# ex_mem_stage_reg

### Routing congestion, ex_mem_stage_reg

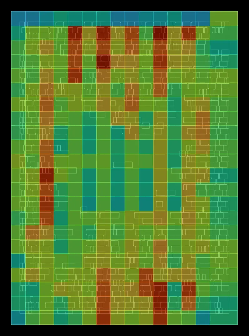

===== src/rtl/ex_mem_stage_reg.sv =====
// ---------------------------------------------------------------------------
// ex_mem_stage_reg
//   EX/MEM pipeline register that sits directly after the EX-stage ALU.
//   It latches the ALU result, zero flag, store data, branch target,
//   destination register and the MEM/WB control bits. It resolves the branch
//   decision from registered state and drives the EX->EX forwarding tap.
//   Supports stall (hold), flush (bubble) and a sticky illegal-control flag.
//
//   Optional build macro: EXMEM_PERF_CNT_EN
//     defined   : stallCnt / flushCnt are saturating 32-bit event counters
//     undefined : stallCnt / flushCnt are tied to zero, no counter flops
//
// Ports
//   clk, reset                 rising-edge clock, async active-high reset
//   stall, flush               hold / bubble insert (flush wins)
//   validIn                    EX entry is a real instruction
//   outAlu, zeroAlu            ALU result and zero flag
//   storeData, branchTarget    store value and computed branch target
//   writeReg                   destination register index
//   regWrite..branchNe         control bits from ID/EX
//   validMem, aluMem, storeMem, targetMem, writeRegMem,
//   regWriteMem, memReadMem, memWriteMem, memToRegMem   latched MEM entry
//   pcSrcMem                   branch taken
//   fwdEn, fwdReg, fwdData     forwarding tap to the EX operand mux
//   errIllegal                 sticky: memRead & memWrite seen together
//   stallCnt, flushCnt         performance counters
// ---------------------------------------------------------------------------
module ex_mem_stage_reg #(
  parameter int DATA_W = 32,
  parameter int REG_W  = 5
) (
  input  logic              clk,
  input  logic              reset,
  input  logic              stall,
  input  logic              flush,
  input  logic              validIn,
  input  logic [DATA_W-1:0] outAlu,
  input  logic              zeroAlu,
  input  logic [DATA_W-1:0] storeData,
  input  logic [DATA_W-1:0] branchTarget,
  input  logic [REG_W-1:0]  writeReg,
  input  logic              regWrite,
  input  logic              memRead,
  input  logic              memWrite,
  input  logic              memToReg,
  input  logic              branchEq,
  input  logic              branchNe,
  output logic              validMem,
  output logic [DATA_W-1:0] aluMem,
  output logic [DATA_W-1:0] storeMem,
  output logic [DATA_W-1:0] targetMem,
  output logic [REG_W-1:0]  writeRegMem,
  output logic              regWriteMem,
  output logic              memReadMem,
  output logic              memWriteMem,
  output logic              memToRegMem,
  output logic              pcSrcMem,
  output logic              fwdEn,
  output logic [REG_W-1:0]  fwdReg,
  output logic [DATA_W-1:0] fwdData,
  output logic              errIllegal,
  output logic [31:0]       stallCnt,
  output logic [31:0]       flushCnt
);

  // Registered branch-resolution state not exported as ports.
  logic zero_p1;
  logic branchEq_p1;
  logic branchNe_p1;

  logic capture;
  logic illegal;

  assign capture = ~flush & ~stall;
  // A real instruction that both reads and writes memory is malformed.
  assign illegal = validIn & memRead & memWrite;

  // ---- EX -> MEM boundary ----
  always_ff @(posedge clk or posedge reset) begin
    if (reset) begin
      validMem    <= 1'b0;
      aluMem      <= '0;
      storeMem    <= '0;
      targetMem   <= '0;
      writeRegMem <= '0;
      regWriteMem <= 1'b0;
      memReadMem  <= 1'b0;
      memWriteMem <= 1'b0;
      memToRegMem <= 1'b0;
      zero_p1     <= 1'b0;
      branchEq_p1 <= 1'b0;
      branchNe_p1 <= 1'b0;
    end else if (flush) begin
      validMem    <= 1'b0;
      aluMem      <= '0;
      storeMem    <= '0;
      targetMem   <= '0;
      writeRegMem <= '0;
      regWriteMem <= 1'b0;
      memReadMem  <= 1'b0;
      memWriteMem <= 1'b0;
      memToRegMem <= 1'b0;
      zero_p1     <= 1'b0;
      branchEq_p1 <= 1'b0;
      branchNe_p1 <= 1'b0;
    end else if (!stall) begin
      validMem    <= validIn;
      aluMem      <= outAlu;
      storeMem    <= storeData;
      targetMem   <= branchTarget;
      writeRegMem <= writeReg;
      // Writes to register 0 are architecturally discarded.
      regWriteMem <= validIn & regWrite & (writeReg != '0);
      // Illegal read+write pair is neutralised; the entry stays valid.
      memReadMem  <= validIn & memRead & ~illegal;
      memWriteMem <= validIn & memWrite & ~illegal;
      memToRegMem <= validIn & memToReg;
      zero_p1     <= zeroAlu;
      branchEq_p1 <= validIn & branchEq;
      branchNe_p1 <= validIn & branchNe;
    end
  end

  always_ff @(posedge clk or posedge reset) begin
    if (reset) begin
      errIllegal <= 1'b0;
    end else if (capture && illegal) begin
      errIllegal <= 1'b1;
    end
  end

  assign pcSrcMem = validMem & ((branchEq_p1 & zero_p1) | (branchNe_p1 & ~zero_p1));
  // Load data is not available until after MEM, so loads cannot forward here.
  assign fwdEn    = validMem & regWriteMem & ~memToRegMem;
  assign fwdReg   = writeRegMem;
  assign fwdData  = aluMem;

`ifdef EXMEM_PERF_CNT_EN
  function automatic logic [31:0] satInc(input logic [31:0] v);
    return (v == 32'hFFFF_FFFF) ? v : v + 32'd1;
  endfunction

  always_ff @(posedge clk or posedge reset) begin
    if (reset) begin
      stallCnt <= '0;
      flushCnt <= '0;
    end else begin
      if (flush) begin
        flushCnt <= satInc(flushCnt);
      end else if (stall) begin
        stallCnt <= satInc(stallCnt);
      end
    end
  end
`else
  assign stallCnt = '0;
  assign flushCnt = '0;
`endif

endmodule


===== config.mk =====
export PLATFORM = sky130hd
export DESIGN_NAME = ex_mem_stage_reg
export DESIGN_NICKNAME = d
export VERILOG_FILES = /design/src/rtl/ex_mem_stage_reg.sv
export SDC_FILE = /design/constraint.sdc
export NUM_CORES = 1
export LEC_CHECK = 0
export CAP_MARGIN = 20
export CORE_AREA = 4 4 106 148
export DETAILED_ROUTE_END_ITERATION = 8
export DIE_AREA = 0 0 110 152
export GPL_ROUTABILITY_DRIVEN = 0
export PLACE_DENSITY = 0.77
export SLEW_MARGIN = 10
export SYNTH_ARGS = -nofsm -noshare
export SYNTH_HDL_FRONTEND = slang
export SYNTH_SLANG_ARGS = --single-unit

===== constraint.sdc =====
create_clock -name clk -period 4 [get_ports clk]
set_clock_uncertainty 0.1 [all_clocks]
set_input_delay 0.8 -clock clk [delete_from_list [all_inputs] [get_ports clk]]
set_output_delay 0.8 -clock clk [all_outputs]
set_load 0.005 [all_outputs]

# dst_serializer

<file path="src/rtl/dst_serializer.sv">
// Captures the compressor result WIDTH bits a programmable number of cycles after a
// capture request, then streams it out LSB-first on a 1-bit valid/ready channel.
module dst_serializer #(
  parameter int unsigned WIDTH  = 25,
  parameter int unsigned SETTLE = 2
) (
  input  logic             clk,
  input  logic             rst_n,
  input  logic [WIDTH-1:0] dst,
  input  logic             cap_req,
  output logic             ser_data,
  output logic             ser_valid,
  input  logic             ser_ready,
  output logic             ser_last,
  output logic             busy,
  output logic             done,
  output logic             overrun
);

  localparam int unsigned BW = $clog2(WIDTH + 1);
  localparam int unsigned SW = (SETTLE > 0) ? $clog2(SETTLE + 1) : 1;

  localparam logic [1:0] S_IDLE = 2'd0;
  localparam logic [1:0] S_WAIT = 2'd1;
  localparam logic [1:0] S_SEND = 2'd2;

  logic [1:0]       state_q, state_d;
  logic [WIDTH-1:0] shreg_q, shreg_d;
  logic [BW-1:0]    bcnt_q,  bcnt_d;
  logic [SW-1:0]    scnt_q,  scnt_d;
  logic             done_q,  done_d;
  logic             ovr_q,   ovr_d;

  always_comb begin
    state_d = state_q;
    shreg_d = shreg_q;
    bcnt_d  = bcnt_q;
    scnt_d  = scnt_q;
    done_d  = 1'b0;
    ovr_d   = ovr_q | (cap_req && (state_q != S_IDLE));
    case (state_q)
      S_IDLE: begin
        if (cap_req) begin
          // With SETTLE=0 the WAIT branch is constant-false and folds away.
          if (SETTLE == 0) begin
            state_d = S_SEND;
            shreg_d = dst;
            bcnt_d  = '0;
          end else begin
            state_d = S_WAIT;
            scnt_d  = SW'(SETTLE - 1);
          end
        end
      end
      S_WAIT: begin
        if (scnt_q == '0) begin
          state_d = S_SEND;
          shreg_d = dst;
          bcnt_d  = '0;
        end else begin
          scnt_d = scnt_q - SW'(1);
        end
      end
      S_SEND: begin
        if (ser_ready) begin
          shreg_d = shreg_q >> 1;
          if (bcnt_q == BW'(WIDTH - 1)) begin
            state_d = S_IDLE;
            bcnt_d  = '0;
            done_d  = 1'b1;
          end else begin
            bcnt_d = bcnt_q + BW'(1);
          end
        end
      end
      default: state_d = S_IDLE;
    endcase
  end

  always_ff @(posedge clk or negedge rst_n) begin
    if (!rst_n) begin
      state_q <= S_IDLE;
      shreg_q <= '0;
      bcnt_q  <= '0;
      scnt_q  <= '0;
      done_q  <= 1'b0;
      ovr_q   <= 1'b0;
    end else begin
      state_q <= state_d;
      shreg_q <= shreg_d;
      bcnt_q  <= bcnt_d;
      scnt_q  <= scnt_d;
      done_q  <= done_d;
      ovr_q   <= ovr_d;
    end
  end

  assign ser_valid = (state_q == S_SEND);
  assign ser_data  = ser_valid & shreg_q[0];
  assign ser_last  = ser_valid && (bcnt_q == BW'(WIDTH - 1));
  assign busy      = (state_q != S_IDLE);
  assign done      = done_q;
  assign overrun   = ovr_q;

endmodule

</file>
<file path="config.mk">
export PLATFORM = sky130hd
export DESIGN_NAME = dst_serializer
export DESIGN_NICKNAME = d
export VERILOG_FILES = /design/src/rtl/dst_serializer.sv
export SDC_FILE = /design/constraint.sdc
export NUM_CORES = 1
export LEC_CHECK = 0
export CAP_MARGIN = 20
export CORE_MARGIN = 2
export CORE_UTILIZATION = 47
export DETAILED_ROUTE_END_ITERATION = 16
export PLACE_DENSITY = 0.76
export SYNTH_ARGS = -nofsm -noshare
export SYNTH_HDL_FRONTEND = slang
export SYNTH_SLANG_ARGS = --single-unit
</file>
<file path="constraint.sdc">
create_clock -name clk -period 1.7 [get_ports clk]
set_input_delay 0.255 -clock clk [delete_from_list [all_inputs] [get_ports clk]]
set_output_delay 0.255 -clock clk [all_outputs]
set_load 0.05 [all_outputs]
</file>
### Wires at chosen ports, followed through buffers, dst_serializer

Scale bar: 20 um.
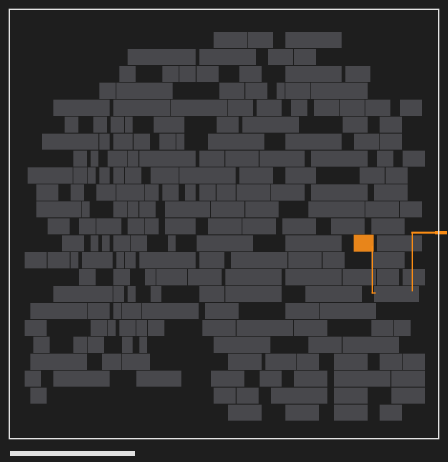
legend:
  orange:
    port: ser_data
    bits: 1
    direction: output
    edge: right
    end_cells: 1
    buffers: 1
    wire: 21.2 um

==> datasheet_impl.txt, dst_serializer <==
Summary of implementation characteristics

Parameter                              Value

Run status
  Result of the run .................. complete, no violations

Synth
  Synthesized area per cell .................. 13.6 um2
  Fraction of registers with async set/reset .................. 100%
  Top post-synthesis cells by count .................. dfrtp_1 (36), mux2_4 (32), mux2_2 (16), inv_1 (9)
  Post-synth mux share .................. 34.0%

GRT
  Met2 global-route usage .................. 28.7%

Power and ir drop
  Power in sequential cells .................. 0.00150 W
  Psw .................. 0.00131 W

Final timing
  Slew at the pin with the worst max-slew slack .................. 0.450 ns

Cells and area
  Register area .................. 902 um2
  Final-layout clock-cell area share .................. 4.03%
  Filler-free cell count of the finished design .................. 252
  Number of ordinary and repair buffers in the finished layout .................. 55

Die
  Chip Footprint .................. 0.00473 mm2

Placement
  Worst setup timing slack at the placement stage .................. 0.0669 ns

CTS
  Clk ins delay skew pair .................. 0.28 ns

Critical path
  Critical-path maximum fanout .................. 3
-- dst_serializer: worst paths after layout --
check,start,end,cells past startpoint
max,bcnt_q[0],ser_last,5
min,rst_n,shreg_q[17],2
max reg2reg,state_q[1],shreg_q[1],6
min reg2reg,overrun,overrun,1
max in group asynchronous,rst_n,state_q[1],2
min in group clk,overrun,overrun,1
-- dst_serializer: sequential cells by signal, indices dropped and copies added, names as in the netlist --
signal	flops
scnt_q	2
done	1
state_q	2
overrun	1
shreg_q	25
bcnt_q	5
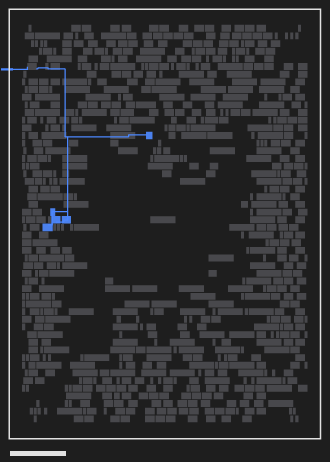
*Wires at chosen ports, followed through buffers, ex_mem_stage_reg*
Scale bar: 20 um.
legend:
  blue:
    port: validIn
    bits: 1
    direction: input
    edge: left
    end_cells: 5
    buffers: 1
    wire: 117 um

Notes on 'Routing congestion' of ex_mem_stage_reg above:
met2 global-route usage: 29.5%
global routing usage on met1: 17.3%
share of the core filled with cells: 53.7%
WL per Instance: 15.6 um
GRT busiest layer: met2

==> datasheet_impl.txt, ex_mem_stage_reg <==
Summary of implementation characteristics

Parameter                              Value

Run status
  Result of the run .................. complete, no violations

Synth
  #FFs+latches synth .................. 110
  Mapped Cells .................. 468

Critical path
  Depth of the worst register-to-register path .................. 2
  Crit start category .................. flip-flop
  Minimum setup slack among reg-to-reg paths .................. 3.10 ns

Die
  Ports .................. 323
  Row count .................. 52
  Horizontal extent of the die .................. 110 um
  Chip height .................. 152 um

Cells and area
  Final nets .................. 791
  Filler-free cell count of the finished design .................. 872
  Final-layout clock-cell area share .................. 3.79%

Final timing
  Minimum clock period after layout .................. 2.37 ns
  Hold Slack .................. 0.388 ns

GRT
  Number of antenna violations at the first check in global routing .................. 1
  Wire length of the first global-routing pass .................. 21300 um

Detailed routing
  Number of iterations in the first detailed-routing pass .................. 5
  Overall routed net length .................. 13600 um

CTS
  Post-CTS setup repair buffer count .................. 0
[ex_mem_stage_reg: logic make-up (layout without fill, tap and decap cells)]
kind of cell	Yosys count	in the layout	share of synthesized area [%]
buffers and inverters	127	279	19.1
AND/OR/NAND/NOR	119	119	8.65
multiplexers	103	103	19.4
flip-flops	110	110	51.7
other	1	64	0.0704
AND-OR/OR-AND	8	8	1.13
[ex_mem_stage_reg: layer usage]
layer	vias to the layer above	routed length [um]	track usage [%]	share of wire (%)
met4	2	311	5.17	2.3
met2	187	7460	29.5	55
met5	-	13	0	0.095
met3	22	1050	4.24	7.7
met1	1825	4790	17.3	35
li1	1782	-	-	-


==> screenshots <==
Clock distribution.
panel A
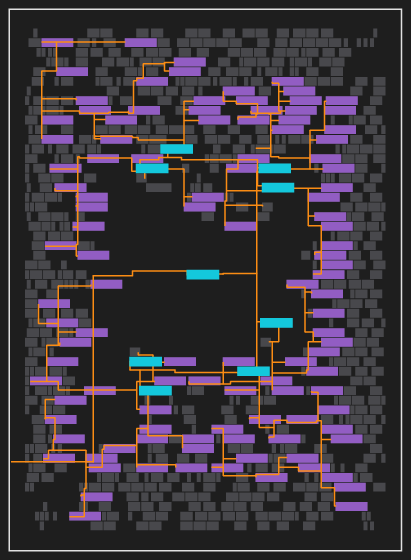
panel B
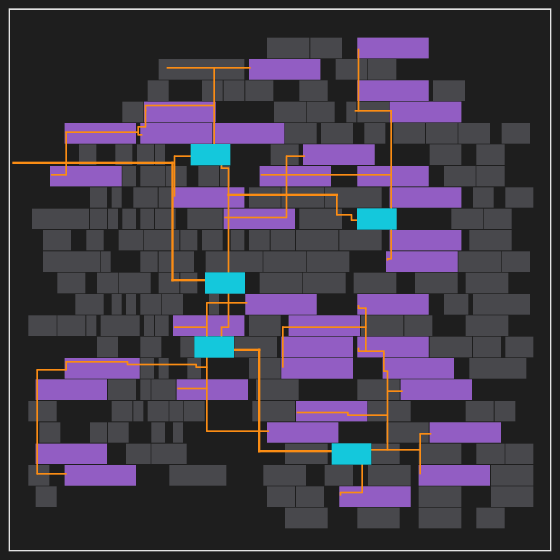
panel B: dst_serializer
panel A: ex_mem_stage_reg
Of these, most sequential cells: panel A

Power and IR drop assume default switching activity.
